######## addr_calc_arbiter_flat ########
==> addr_calc_arbiter_flat/io_fan.png <==
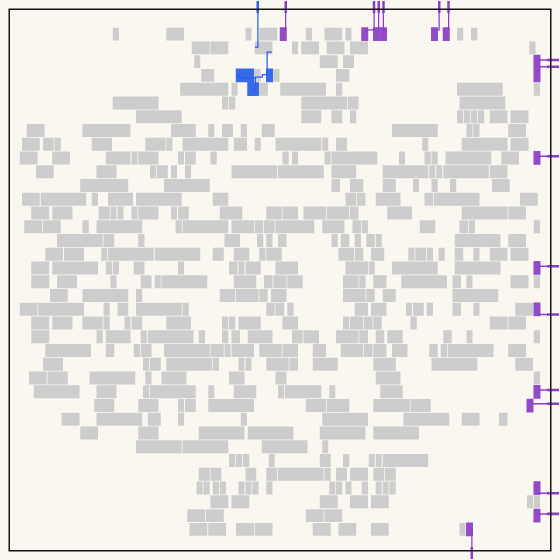

--- src/rtl/addr_calc_arbiter_if.sv ---
// Bundled request, config, result and statistics signals of addr_calc_arbiter.
interface addr_calc_arbiter_if;
  logic        req0_valid;
  logic        req0_ready;
  logic [7:0]  req0_address;
  logic [7:0]  req0_b;
  logic        req1_valid;
  logic        req1_ready;
  logic [7:0]  req1_address;
  logic [7:0]  req1_b;
  logic        cfg_we;
  logic        cfg_sel;
  logic [7:0]  cfg_wdata;
  logic        out_valid;
  logic        out_ready;
  logic [15:0] out_count;
  logic        out_id;
  logic [15:0] grant_cnt0;
  logic [15:0] grant_cnt1;

  modport slave (
    input  req0_valid, req0_address, req0_b,
    input  req1_valid, req1_address, req1_b,
    input  cfg_we, cfg_sel, cfg_wdata, out_ready,
    output req0_ready, req1_ready, out_valid, out_count, out_id,
    output grant_cnt0, grant_cnt1
  );

  modport master (
    output req0_valid, req0_address, req0_b,
    output req1_valid, req1_address, req1_b,
    output cfg_we, cfg_sel, cfg_wdata, out_ready,
    input  req0_ready, req1_ready, out_valid, out_count, out_id,
    input  grant_cnt0, grant_cnt1
  );
endinterface

--- src/rtl/addr_calc_arbiter.sv ---
// Round-robin shared two-stage datapath: count = address - (BASE - ptr) + b.
// Define ADDR_CALC_STATS_EN to build the saturating per-client grant counters.
module addr_calc_arbiter #(
  parameter logic [7:0] BASE = 8'h80
) (
  input  logic               clk,
  input  logic               rst_n,
  addr_calc_arbiter_if.slave bus
);

  logic [7:0]  ptr0_q, ptr1_q;
  logic        last_grant_q, last_grant_d;
  logic        s1_valid_q;
  logic [7:0]  s1_addr_q, s1_b_q, s1_ptr_q;
  logic        s1_id_q;
  logic        out_valid_q;
  logic [15:0] out_count_q, count_d;
  logic        out_id_q;

  logic grant0, grant1, s1_en, s2_en, acc0, acc1, accept;
  logic [7:0]  offset;

  assign s2_en  = !out_valid_q || bus.out_ready;
  assign s1_en  = !s1_valid_q || s2_en;

  // last_grant = 1 after reset lets client 0 win the first contention.
  assign grant0 = bus.req0_valid && (!bus.req1_valid || last_grant_q);
  assign grant1 = bus.req1_valid && (!bus.req0_valid || !last_grant_q);

  assign bus.req0_ready = grant0 && s1_en;
  assign bus.req1_ready = grant1 && s1_en;
  assign acc0   = bus.req0_valid && bus.req0_ready;
  assign acc1   = bus.req1_valid && bus.req1_ready;
  assign accept = acc0 || acc1;

  always_comb begin
    last_grant_d = last_grant_q;
    if (acc0)      last_grant_d = 1'b0;
    else if (acc1) last_grant_d = 1'b1;
  end

  assign offset  = BASE - s1_ptr_q;
  assign count_d = {8'h00, s1_addr_q} - {8'h00, offset} + {8'h00, s1_b_q};

  always_ff @(posedge clk or negedge rst_n) begin
    if (!rst_n) begin
      ptr0_q       <= BASE;
      ptr1_q       <= BASE;
      last_grant_q <= 1'b1;
    end else begin
      if (bus.cfg_we && !bus.cfg_sel) ptr0_q <= bus.cfg_wdata;
      if (bus.cfg_we &&  bus.cfg_sel) ptr1_q <= bus.cfg_wdata;
      last_grant_q <= last_grant_d;
    end
  end

  // S1 samples the pointer before any same-edge cfg write, so a colliding grant sees the old value.
  always_ff @(posedge clk or negedge rst_n) begin
    if (!rst_n) begin
      s1_valid_q <= 1'b0;
      s1_addr_q  <= '0;
      s1_b_q     <= '0;
      s1_ptr_q   <= '0;
      s1_id_q    <= 1'b0;
    end else if (s1_en) begin
      s1_valid_q <= accept;
      if (accept) begin
        s1_addr_q <= acc1 ? bus.req1_address : bus.req0_address;
        s1_b_q    <= acc1 ? bus.req1_b       : bus.req0_b;
        s1_ptr_q  <= acc1 ? ptr1_q           : ptr0_q;
        s1_id_q   <= acc1;
      end
    end
  end

  always_ff @(posedge clk or negedge rst_n) begin
    if (!rst_n) begin
      out_valid_q <= 1'b0;
      out_count_q <= '0;
      out_id_q    <= 1'b0;
    end else if (s2_en) begin
      out_valid_q <= s1_valid_q;
      if (s1_valid_q) begin
        out_count_q <= count_d;
        out_id_q    <= s1_id_q;
      end
    end
  end

  assign bus.out_valid = out_valid_q;
  assign bus.out_count = out_count_q;
  assign bus.out_id    = out_id_q;

`ifdef ADDR_CALC_STATS_EN
  logic [15:0] cnt0_q, cnt1_q;

  always_ff @(posedge clk or negedge rst_n) begin
    if (!rst_n) begin
      cnt0_q <= '0;
      cnt1_q <= '0;
    end else begin
      if (acc0 && cnt0_q != '1) cnt0_q <= cnt0_q + 16'd1;
      if (acc1 && cnt1_q != '1) cnt1_q <= cnt1_q + 16'd1;
    end
  end

  assign bus.grant_cnt0 = cnt0_q;
  assign bus.grant_cnt1 = cnt1_q;
`else
  assign bus.grant_cnt0 = '0;
  assign bus.grant_cnt1 = '0;
`endif

endmodule

--- src/flat_wrapper.sv ---
// flat-port wrapper written by rule: the top's interface ports become plain ports
module addr_calc_arbiter_flat 
#(
  parameter logic [7:0] BASE = 8'h80
)
  (clk, rst_n, bus_req0_valid, bus_req0_address, bus_req0_b, bus_req1_valid, bus_req1_address, bus_req1_b, bus_cfg_we, bus_cfg_sel, bus_cfg_wdata, bus_out_ready, bus_req0_ready, bus_req1_ready, bus_out_valid, bus_out_count, bus_out_id, bus_grant_cnt0, bus_grant_cnt1);
  addr_calc_arbiter_if bus_i ();
  input  logic clk;
  input  logic rst_n;
  input wire logic [$bits(bus_i.req0_valid)-1:0] bus_req0_valid;
  input wire logic [$bits(bus_i.req0_address)-1:0] bus_req0_address;
  input wire logic [$bits(bus_i.req0_b)-1:0] bus_req0_b;
  input wire logic [$bits(bus_i.req1_valid)-1:0] bus_req1_valid;
  input wire logic [$bits(bus_i.req1_address)-1:0] bus_req1_address;
  input wire logic [$bits(bus_i.req1_b)-1:0] bus_req1_b;
  input wire logic [$bits(bus_i.cfg_we)-1:0] bus_cfg_we;
  input wire logic [$bits(bus_i.cfg_sel)-1:0] bus_cfg_sel;
  input wire logic [$bits(bus_i.cfg_wdata)-1:0] bus_cfg_wdata;
  input wire logic [$bits(bus_i.out_ready)-1:0] bus_out_ready;
  output wire logic [$bits(bus_i.req0_ready)-1:0] bus_req0_ready;
  output wire logic [$bits(bus_i.req1_ready)-1:0] bus_req1_ready;
  output wire logic [$bits(bus_i.out_valid)-1:0] bus_out_valid;
  output wire logic [$bits(bus_i.out_count)-1:0] bus_out_count;
  output wire logic [$bits(bus_i.out_id)-1:0] bus_out_id;
  output wire logic [$bits(bus_i.grant_cnt0)-1:0] bus_grant_cnt0;
  output wire logic [$bits(bus_i.grant_cnt1)-1:0] bus_grant_cnt1;
  assign bus_i.req0_valid = bus_req0_valid;
  assign bus_i.req0_address = bus_req0_address;
  assign bus_i.req0_b = bus_req0_b;
  assign bus_i.req1_valid = bus_req1_valid;
  assign bus_i.req1_address = bus_req1_address;
  assign bus_i.req1_b = bus_req1_b;
  assign bus_i.cfg_we = bus_cfg_we;
  assign bus_i.cfg_sel = bus_cfg_sel;
  assign bus_i.cfg_wdata = bus_cfg_wdata;
  assign bus_i.out_ready = bus_out_ready;
  assign bus_req0_ready = bus_i.req0_ready;
  assign bus_req1_ready = bus_i.req1_ready;
  assign bus_out_valid = bus_i.out_valid;
  assign bus_out_count = bus_i.out_count;
  assign bus_out_id = bus_i.out_id;
  assign bus_grant_cnt0 = bus_i.grant_cnt0;
  assign bus_grant_cnt1 = bus_i.grant_cnt1;
  addr_calc_arbiter #(.BASE(BASE)) u_core (.clk(clk), .rst_n(rst_n), .bus(bus_i));
endmodule
--- config.mk ---
export PLATFORM = sky130hd
export DESIGN_NAME = addr_calc_arbiter_flat
export DESIGN_NICKNAME = d
export VERILOG_FILES = /design/src/rtl/addr_calc_arbiter_if.sv /design/src/rtl/addr_calc_arbiter.sv /design/src/flat_wrapper.sv
export SDC_FILE = /design/constraint.sdc
export NUM_CORES = 1
export LEC_CHECK = 0
export CORE_MARGIN = 1.5
export CORE_UTILIZATION = 32
export DETAILED_ROUTE_END_ITERATION = 10
export PLACE_DENSITY = 0.54
export SKIP_CTS_REPAIR_TIMING = 1
export SYNTH_ARGS = -nofsm -noshare
export SYNTH_HDL_FRONTEND = slang
export SYNTH_SLANG_ARGS = --single-unit
--- constraint.sdc ---
create_clock -name clk -period 4 [get_ports clk]
set_clock_uncertainty 0.2 [all_clocks]
set_input_delay 0.8 -clock clk [delete_from_list [all_inputs] [get_ports clk]]
set_output_delay 0.8 -clock clk [all_outputs]
set_load 0.01 [all_outputs]
######## sobel_engine ########
==> src/rtl/sobel_pkg.sv <==
// Shared constants, window byte map, request FSM states and sizing helper
// for the Sobel edge engine.
package sobel_pkg;

  localparam int PIX_W = 8;
  localparam int WIN_W = 72;
  localparam int REQ_CNT_W = 19;

  // LSB position of each pixel inside the 72-bit window word (pRC: R=row, C=column)
  localparam int P00_LSB = 64;
  localparam int P10_LSB = 56;
  localparam int P20_LSB = 48;
  localparam int P01_LSB = 40;
  localparam int P11_LSB = 32;
  localparam int P21_LSB = 24;
  localparam int P02_LSB = 16;
  localparam int P12_LSB = 8;
  localparam int P22_LSB = 0;

  typedef enum logic [2:0] {
    IDLE,
    REQ,
    CAPT,
    REL,
    DRAIN
  } state_e;

  // Number of full 3x3 windows in a rows x cols frame
  function automatic int num_windows(input int rows, input int cols);
    return (rows - 2) * (cols - 2);
  endfunction

endpackage

==> src/rtl/sobel_engine_kernel.sv <==
// Combinational Sobel datapath: window -> signed Gx/Gy, and registered
// Gx/Gy -> edge pixel (saturated magnitude or thresholded).
module sobel_kernel
  import sobel_pkg::*;
#(
  parameter int BINARIZE = 0,
  parameter int THRESH   = 100
) (
  input  logic [WIN_W-1:0]  win,
  output logic signed [10:0] gx,
  output logic signed [10:0] gy,
  input  logic signed [10:0] gx_r,
  input  logic signed [10:0] gy_r,
  output logic [PIX_W-1:0]  pix
);

  logic [7:0] p00, p01, p02, p10, p12, p20, p21, p22;
  logic [9:0] gx_pos, gx_neg, gy_pos, gy_neg;
  logic [9:0] abs_x, abs_y;
  logic [10:0] mag;

  assign p00 = win[P00_LSB +: 8];
  assign p01 = win[P01_LSB +: 8];
  assign p02 = win[P02_LSB +: 8];
  assign p10 = win[P10_LSB +: 8];
  assign p12 = win[P12_LSB +: 8];
  assign p20 = win[P20_LSB +: 8];
  assign p21 = win[P21_LSB +: 8];
  assign p22 = win[P22_LSB +: 8];

  // Weighted column/row sums fit 10 bits (max 1020); differences fit 11-bit signed
  always_comb begin
    gx_pos = {2'b00, p02} + {1'b0, p12, 1'b0} + {2'b00, p22};
    gx_neg = {2'b00, p00} + {1'b0, p10, 1'b0} + {2'b00, p20};
    gy_pos = {2'b00, p20} + {1'b0, p21, 1'b0} + {2'b00, p22};
    gy_neg = {2'b00, p00} + {1'b0, p01, 1'b0} + {2'b00, p02};
    gx     = {1'b0, gx_pos} - {1'b0, gx_neg};
    gy     = {1'b0, gy_pos} - {1'b0, gy_neg};
  end

  // |Gx| + |Gy| then either clamp to 8 bits or compare against the threshold
  always_comb begin
    abs_x = gx_r[10] ? 10'(-gx_r) : gx_r[9:0];
    abs_y = gy_r[10] ? 10'(-gy_r) : gy_r[9:0];
    mag   = {1'b0, abs_x} + {1'b0, abs_y};
    pix   = '0;
    if (BINARIZE != 0) begin
      pix = (mag >= 11'(THRESH)) ? 8'hFF : 8'h00;
    end else begin
      pix = (mag > 11'd255) ? 8'hFF : mag[7:0];
    end
  end

endmodule

==> src/rtl/sobel_engine.sv <==
// Sobel edge engine: read-side master of the frame RAM, fetches one 3x3
// window per strobe, runs it through a 2-stage gradient pipeline and streams
// edge pixels out under valid/ready.
module sobel_engine
  import sobel_pkg::*;
#(
  parameter int ROWS       = 480,
  parameter int COLS       = 640,
  parameter int STROBE_CYC = 2,
  parameter int BINARIZE   = 0,
  parameter int THRESH     = 100
) (
  input  logic             clk,
  input  logic             reset,
  input  logic             start,
  input  logic [WIN_W-1:0] win_in,
  output logic             mem_strobe_n,
  output logic             mem_rw,
  output logic [PIX_W-1:0] pix_out,
  output logic             pix_valid,
  input  logic             pix_ready,
  output logic             pix_last,
  output logic             busy,
  output logic             done
);

  localparam logic [REQ_CNT_W-1:0] NUM_WIN = REQ_CNT_W'(num_windows(ROWS, COLS));
  localparam int SCNT_W = $clog2(STROBE_CYC + 1);

  state_e                 state_q, state_d;
  logic [SCNT_W-1:0]      strb_cnt_q, strb_cnt_d;
  logic [REQ_CNT_W-1:0]   req_cnt_q, req_cnt_d;
  logic                   strobe_n_q, strobe_n_d;
  logic                   busy_q, busy_d;
  logic                   done_q, done_d;

  logic [WIN_W-1:0]       s0_win_q, s0_win_d;
  logic                   s0_valid_q, s0_valid_d;
  logic                   s0_last_q, s0_last_d;
  logic signed [10:0]     s1_gx_q, s1_gx_d;
  logic signed [10:0]     s1_gy_q, s1_gy_d;
  logic                   s1_valid_q, s1_valid_d;
  logic                   s1_last_q, s1_last_d;
  logic [PIX_W-1:0]       pix_q, pix_d;
  logic                   pix_valid_q, pix_valid_d;
  logic                   pix_last_q, pix_last_d;

  logic                   pipe_en;
  logic                   load;
  logic [REQ_CNT_W-1:0]   req_inc;
  logic                   final_xfer;
  logic signed [10:0]     k_gx, k_gy;
  logic [PIX_W-1:0]       k_pix;

  assign pipe_en    = !pix_valid_q || pix_ready;
  assign load       = (state_q == CAPT) && pipe_en;
  assign req_inc    = (req_cnt_q == '1) ? req_cnt_q : req_cnt_q + 1'b1;
  assign final_xfer = pix_valid_q && pix_ready && pix_last_q;

  sobel_kernel #(
    .BINARIZE (BINARIZE),
    .THRESH   (THRESH)
  ) u_kernel (
    .win  (s0_win_q),
    .gx   (k_gx),
    .gy   (k_gy),
    .gx_r (s1_gx_q),
    .gy_r (s1_gy_q),
    .pix  (k_pix)
  );

  // Request sequencing: strobe low through REQ and CAPT, one high clock in REL to re-arm the RAM
  always_comb begin
    state_d    = state_q;
    strb_cnt_d = strb_cnt_q;
    req_cnt_d  = req_cnt_q;
    busy_d     = busy_q;
    done_d     = 1'b0;
    case (state_q)
      IDLE: begin
        if (start) begin
          state_d    = REQ;
          busy_d     = 1'b1;
          req_cnt_d  = '0;
          strb_cnt_d = '0;
        end
      end
      REQ: begin
        if (strb_cnt_q == SCNT_W'(STROBE_CYC - 1)) begin
          state_d = CAPT;
        end else begin
          strb_cnt_d = strb_cnt_q + 1'b1;
        end
      end
      CAPT: begin
        if (pipe_en) begin
          req_cnt_d = req_inc;
          state_d   = REL;
        end
      end
      REL: begin
        strb_cnt_d = '0;
        state_d    = (req_cnt_q < NUM_WIN) ? REQ : DRAIN;
      end
      DRAIN: begin
        if (final_xfer) begin
          state_d = IDLE;
          busy_d  = 1'b0;
          done_d  = 1'b1;
        end
      end
      default: state_d = IDLE;
    endcase
    strobe_n_d = !((state_d == REQ) || (state_d == CAPT));
  end

  // Request FSM registers; strobe is registered from the next state so it lines up with state_q
  always_ff @(posedge clk or negedge reset) begin
    if (!reset) begin
      state_q    <= IDLE;
      strb_cnt_q <= '0;
      req_cnt_q  <= '0;
      strobe_n_q <= 1'b1;
      busy_q     <= 1'b0;
      done_q     <= 1'b0;
    end else begin
      state_q    <= state_d;
      strb_cnt_q <= strb_cnt_d;
      req_cnt_q  <= req_cnt_d;
      strobe_n_q <= strobe_n_d;
      busy_q     <= busy_d;
      done_q     <= done_d;
    end
  end

  // Pipeline advance: every stage moves together only when the output slot is free or being taken
  always_comb begin
    s0_win_d    = s0_win_q;
    s0_valid_d  = s0_valid_q;
    s0_last_d   = s0_last_q;
    s1_gx_d     = s1_gx_q;
    s1_gy_d     = s1_gy_q;
    s1_valid_d  = s1_valid_q;
    s1_last_d   = s1_last_q;
    pix_d       = pix_q;
    pix_valid_d = pix_valid_q;
    pix_last_d  = pix_last_q;
    if (pipe_en) begin
      s0_valid_d  = load;
      s0_last_d   = load && (req_inc == NUM_WIN);
      if (load) begin
        s0_win_d = win_in;
      end
      s1_gx_d     = k_gx;
      s1_gy_d     = k_gy;
      s1_valid_d  = s0_valid_q;
      s1_last_d   = s0_last_q;
      pix_d       = k_pix;
      pix_valid_d = s1_valid_q;
      pix_last_d  = s1_last_q;
    end
  end

  // Pipeline registers
  always_ff @(posedge clk or negedge reset) begin
    if (!reset) begin
      s0_win_q    <= '0;
      s0_valid_q  <= 1'b0;
      s0_last_q   <= 1'b0;
      s1_gx_q     <= '0;
      s1_gy_q     <= '0;
      s1_valid_q  <= 1'b0;
      s1_last_q   <= 1'b0;
      pix_q       <= '0;
      pix_valid_q <= 1'b0;
      pix_last_q  <= 1'b0;
    end else begin
      s0_win_q    <= s0_win_d;
      s0_valid_q  <= s0_valid_d;
      s0_last_q   <= s0_last_d;
      s1_gx_q     <= s1_gx_d;
      s1_gy_q     <= s1_gy_d;
      s1_valid_q  <= s1_valid_d;
      s1_last_q   <= s1_last_d;
      pix_q       <= pix_d;
      pix_valid_q <= pix_valid_d;
      pix_last_q  <= pix_last_d;
    end
  end

  assign mem_strobe_n = strobe_n_q;
  assign mem_rw       = 1'b1;
  assign pix_out      = pix_q;
  assign pix_valid    = pix_valid_q;
  assign pix_last     = pix_last_q;
  assign busy         = busy_q;
  assign done         = done_q;

endmodule

==> config.mk <==
export PLATFORM = sky130hd
export DESIGN_NAME = sobel_engine
export DESIGN_NICKNAME = d
export VERILOG_FILES = /design/src/rtl/sobel_pkg.sv /design/src/rtl/sobel_engine_kernel.sv /design/src/rtl/sobel_engine.sv
export SDC_FILE = /design/constraint.sdc
export NUM_CORES = 1
export LEC_CHECK = 0
export ABC_AREA = 1
export CAP_MARGIN = 20
export CORE_MARGIN = 3
export CORE_UTILIZATION = 45
export CTS_CLUSTER_SIZE = 8
export DETAILED_ROUTE_END_ITERATION = 7
export PLACE_DENSITY = 0.61
export SLEW_MARGIN = 10
export SYNTH_ARGS = -nofsm -noshare
export SYNTH_HDL_FRONTEND = slang
export SYNTH_HIERARCHICAL = 1
export SYNTH_SLANG_ARGS = --single-unit
==> constraint.sdc <==
create_clock -name clk -period 4.3 [get_ports clk]
set_clock_uncertainty 0.05 [all_clocks]
set_input_delay 1.075 -clock clk [delete_from_list [all_inputs] [get_ports clk]]
set_output_delay 1.075 -clock clk [all_outputs]
set_load 0.02 [all_outputs]
######## iob_fifo_t2p_ctrl ########
### config.mk
export PLATFORM = sky130hd
export DESIGN_NAME = iob_fifo_t2p_ctrl
export DESIGN_NICKNAME = d
export VERILOG_FILES = /design/src/rtl/iob_fifo_t2p_ctrl.sv
export SDC_FILE = /design/constraint.sdc
export NUM_CORES = 1
export LEC_CHECK = 0
export CAP_MARGIN = 10
export CORE_ASPECT_RATIO = 1.5
export CORE_MARGIN = 2
export CORE_UTILIZATION = 29
export DETAILED_ROUTE_END_ITERATION = 10
export PLACE_DENSITY_LB_ADDON = 0.12
export SYNTH_ARGS = -nofsm -noshare
export SYNTH_HDL_FRONTEND = slang
export SYNTH_SLANG_ARGS = --single-unit
### constraint.sdc
create_clock -name clk_i -period 2.9 [get_ports clk_i]
set_input_delay 0.58 -clock clk_i [delete_from_list [all_inputs] [get_ports clk_i]]
set_output_delay 0.58 -clock clk_i [all_outputs]
set_load 0.05 [all_outputs]
### src/rtl/iob_fifo_t2p_ctrl.sv
`default_nettype none
// ---------------------------------------------------------------------------
// iob_fifo_t2p_ctrl : FIFO controller for an external two-port byte-enable RAM
// Rev 1.0
// ---------------------------------------------------------------------------
module iob_fifo_t2p_ctrl #(
  parameter int DATA_W = 32,
  parameter int ADDR_W = 4
) (
  input  logic                  clk_i,
  input  logic                  arst_n_i,
  input  logic                  rst_i,
  input  logic                  w_en_i,
  input  logic [DATA_W-1:0]     w_data_i,
  output logic                  w_full_o,
  input  logic                  r_en_i,
  output logic [DATA_W-1:0]     r_data_o,
  output logic                  r_valid_o,
  output logic                  r_empty_o,
  output logic [ADDR_W:0]       level_o,
  output logic [DATA_W/8-1:0]   ext_mem_w_strb_o,
  output logic [ADDR_W-1:0]     ext_mem_w_addr_o,
  output logic [DATA_W-1:0]     ext_mem_w_data_o,
  output logic                  ext_mem_r_en_o,
  output logic [ADDR_W-1:0]     ext_mem_r_addr_o,
  input  logic [DATA_W-1:0]     ext_mem_r_data_i
);

  localparam logic [ADDR_W:0] C_FULL_LVL = {1'b1, {ADDR_W{1'b0}}};

  logic [ADDR_W-1:0] r_wptr;
  logic [ADDR_W-1:0] r_rptr;
  logic [ADDR_W:0]   r_level;
  logic              r_valid;

  logic w_full;
  logic w_empty;
  logic w_wr_acc;
  logic w_rd_acc;

  // Flags come from the level register alone, so full/empty never depend on inputs.
  assign w_full   = (r_level == C_FULL_LVL);
  assign w_empty  = (r_level == '0);
  assign w_wr_acc = w_en_i & ~w_full  & ~rst_i;
  assign w_rd_acc = r_en_i & ~w_empty & ~rst_i;

  always_ff @(posedge clk_i or negedge arst_n_i) begin
    if (!arst_n_i) begin
      r_wptr  <= '0;
      r_rptr  <= '0;
      r_level <= '0;
      r_valid <= 1'b0;
    end else if (rst_i) begin
      r_wptr  <= '0;
      r_rptr  <= '0;
      r_level <= '0;
      r_valid <= 1'b0;
    end else begin
      r_valid <= w_rd_acc;
      if (w_wr_acc) r_wptr <= r_wptr + ADDR_W'(1);
      if (w_rd_acc) r_rptr <= r_rptr + ADDR_W'(1);
      case ({w_wr_acc, w_rd_acc})
        2'b10:   r_level <= r_level + (ADDR_W+1)'(1);
        2'b01:   r_level <= r_level - (ADDR_W+1)'(1);
        default: r_level <= r_level;
      endcase
    end
  end

  assign w_full_o         = w_full;
  assign r_empty_o        = w_empty;
  assign level_o          = r_level;
  assign r_valid_o        = r_valid;
  assign r_data_o         = ext_mem_r_data_i;
  assign ext_mem_w_strb_o = {(DATA_W/8){w_wr_acc}};
  assign ext_mem_w_addr_o = r_wptr;
  assign ext_mem_w_data_o = w_data_i;
  assign ext_mem_r_en_o   = w_rd_acc;
  assign ext_mem_r_addr_o = r_rptr;

endmodule
`default_nettype wire

==> sobel_engine/metal_density.png <==
29 x 29 tiles, from black (low) to pale yellow (high), scaled to the fullest tile. Values are wire area over tile area, all layers added.
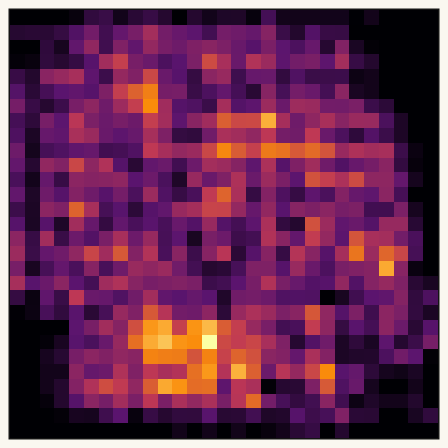
- densest ninth of the die: bottom middle
- mean over tiles: 0.14
- tiles over half the peak: 10%

==> metrics.cfg, sobel_engine <==
[final_timing]
hold_viol_final=0
setup_tns_ns=0
fmax_ghz=0.2805

[global_route]
grtUsageMet3_pct=3.706
grt.met1_usage_pct=28.73
overflow=0

[placement]
hpwl_um=14490

[floorplanning]
fp_util_pct=46.30
core_sq_um=18890

[layout]
drive_gt1_share_pct=5.369
ff_count=127
area_growth_pct=18.90
comb_cells=805

[drt]
drcViolationCount=0
totalWireLength_um=19070

[clock_network]
ctsHoldBuffers=0
cts_tree=built
clkLatencyLatePin_ns=0.42

[status]
outcome=finished clean

[worst_setup_path]
path_depth=14

[synth]
syn_area_sq_um=8747

-- sobel_engine: through the flow --
| step | std cells | hold slack (ns) | utilization (%) | worst slack (ns) |
|---|---|---|---|---|
| global placement | 1420 | 0.3894 | 51.89 | 0.7934 |
| global route | 1452 | 0.4485 | 55.05 | 0.4765 |
| detailed placement | 1420 | 0.4027 | 51.89 | 0.7580 |
| floorplan | 1103 | 0.3698 | - | 1.000 |
| finish | 1452 | 0.4265 | 55.05 | 0.7354 |
| CTS | 1452 | 0.4269 | 55.05 | 0.7250 |
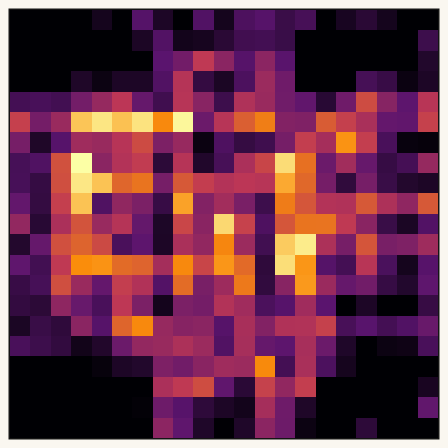
(addr_calc_arbiter_flat/metal_density.png)
21 x 21 tiles, from black (low) to pale yellow (high), scaled to the fullest tile. Values are wire area over tile area, all layers added.
- nearly empty tiles: 21%
- tiles over half the peak: 18%
- mean over tiles: 0.097

## Picture notes: addr_calc_arbiter_flat/io_fan.png
- blue: `bus_req1_valid` (bits 1; direction input; edge top; end cells 3; buffers 1; wire 23.1 um)
- purple: `bus_grant_cnt0` (bits 16; direction output; edge 9 right, 6 top, 1 bottom; end cells 16; buffers 0; wire 48.4 um)
number of I/O pins: 99
PortBufs: 66

==> metrics.cfg, addr_calc_arbiter_flat <==
[layout]
largest_class=logic gates
num_antenna_cells=0
n_all_inverters=8
largest_reg_flops=16
clkCellAreaFrac_pct=4.120

[final_timing]
finalSetupViolCount=0
grt_setup_unrepaired=false

[global_route]
met2_usage_pct=20.65
antenna_found_initial=0
grtUsageMet3_pct=3.769
grt_pass1_wl_um=12040

[drt]
drcViolationCount=0
vias=2553

[synth]
syn_avg_cell_area_sq_um=9.364
ys_top_cells_by_area=dfrtp_1 (42%), nand2_1 (8.9%), buf_4 (7.0%), ha_1 (6.5%), mux2_2 (6.2%)

[worst_setup_path]
required_ns=4.07
cp_max_fo=4

[status]
outcome=finished clean

addr_calc_arbiter_flat: stage by stage:
stage,cells,hold slack [ns],instance area (sq um)
final,577,0.2710,4313
after global routing,577,0.3047,4313
after CTS,577,0.2766,4313
after detailed placement,561,0.2647,4135
after global placement,561,0.2566,4135
after floorplan,399,0.2414,3562
addr_calc_arbiter_flat: metal layers:
layer | share of wire, % | up-vias | wire, um
li1 | - | 1317 | -
met1 | 50 | 1148 | 3475
met2 | 44 | 79 | 3058
met3 | 5.3 | 9 | 372
met4 | 1.5 | 0 | 108
met5 | 0 | - | 0
==> iob_fifo_t2p_ctrl/metal_density.png <==
12 x 18 tiles, from black (low) to pale yellow (high), scaled to the fullest tile. Values are wire area over tile area, all layers added.
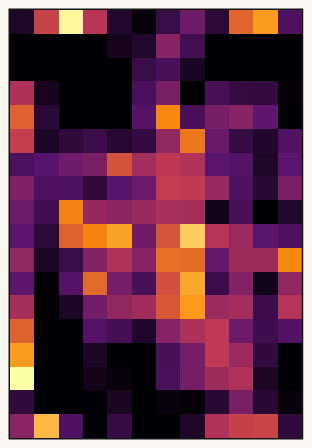
- densest ninth of the die: middle
- mean over tiles: 0.089
- nearly empty tiles: 23%
- tiles over half the peak: 15%
- fullest tile: 0.35
final wirelength: 2886 um
GRT Util Overall: 11.01%

==> metrics.cfg, iob_fifo_t2p_ctrl <==
[final_timing]
fin_skew_ns=0.002121
postLayoutSetupSlackWorst_ns=0.3303

[worst_setup_path]
r2r_cells=10
worst_path_largest_cell_delay_ns=0.57
path_delay_family=simple AND/OR/NAND/NOR gates
crit_type=flop to flop
worstSetupEndpointType=flop
required_ns=3.02
rr_startpoint=level_o[1]$_DFFE_PN0P_

[layout]
final.fill_count=519
ff_count=14
comb-cell-share_pct=36.89

[synth]
ys.flop_type=dfrtp_1
ys_async_sr_fraction_pct=100.0
ys_cells=165

[floorplanning]
die_w_um=61.24
io_pins=154

[placement]
portBuffers=25

[global_route]
met2_usage_pct=18.17
antenna_found_initial=0
overflow=0

[clock_network]
root_buffer=clkbuf_8
htree_levels=1

[hold_path]
min_to=ext_mem_r_addr_o[3]$_DFFE_PN0P_

[status]
outcome=finished clean

[drt]
route.met2.wl_um=1413

==> iob_fifo_t2p_ctrl: cell families after synthesis <==
kind of cell	count (synthesis)	synth area share [%]
AND-OR/OR-AND	20	10.19
XOR/XNOR	7	4.302
adder cells (fa/ha/maj)	6	5.795
buffers and inverters	78	38.98
flip-flops	14	24.58
multiplexers	3	2.985
AND/OR/NAND/NOR	37	13.17

==> screenshots <==
M3 wires.
(a)
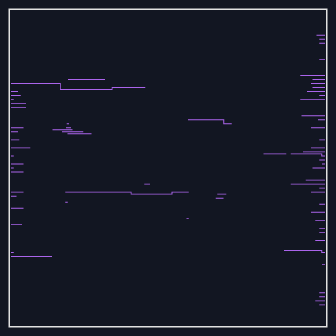
(b)
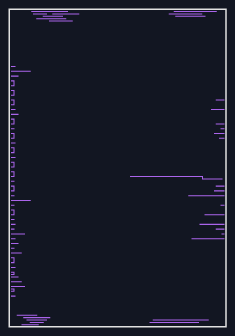
(c)
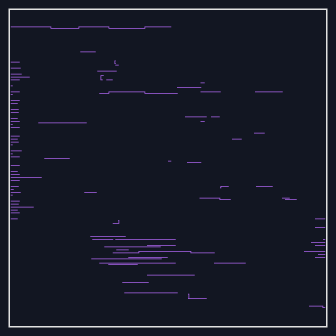
(c) is sobel_engine.
(b) is iob_fifo_t2p_ctrl.
(a) is addr_calc_arbiter_flat.



==> layout pictures side by side <==
Sequential cells colored by netlist name.
Other sequential cells in the stronger gray, the rest of the logic in the fainter gray.
Plate I
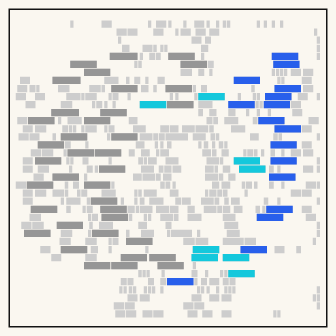
Plate II
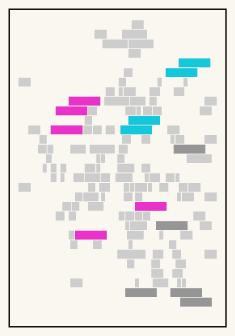
Plate III
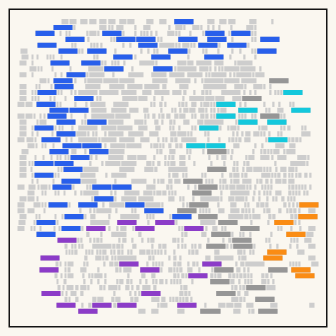
Plate I comes from addr_calc_arbiter_flat.
Plate II comes from iob_fifo_t2p_ctrl.
Plate III comes from sobel_engine.

Key to Plate I:
- cyan: `u_core.s1_b_q` (sequential cells 8)
- blue: `u_core.bus.out_count` (sequential cells 16)
- not colored: 37

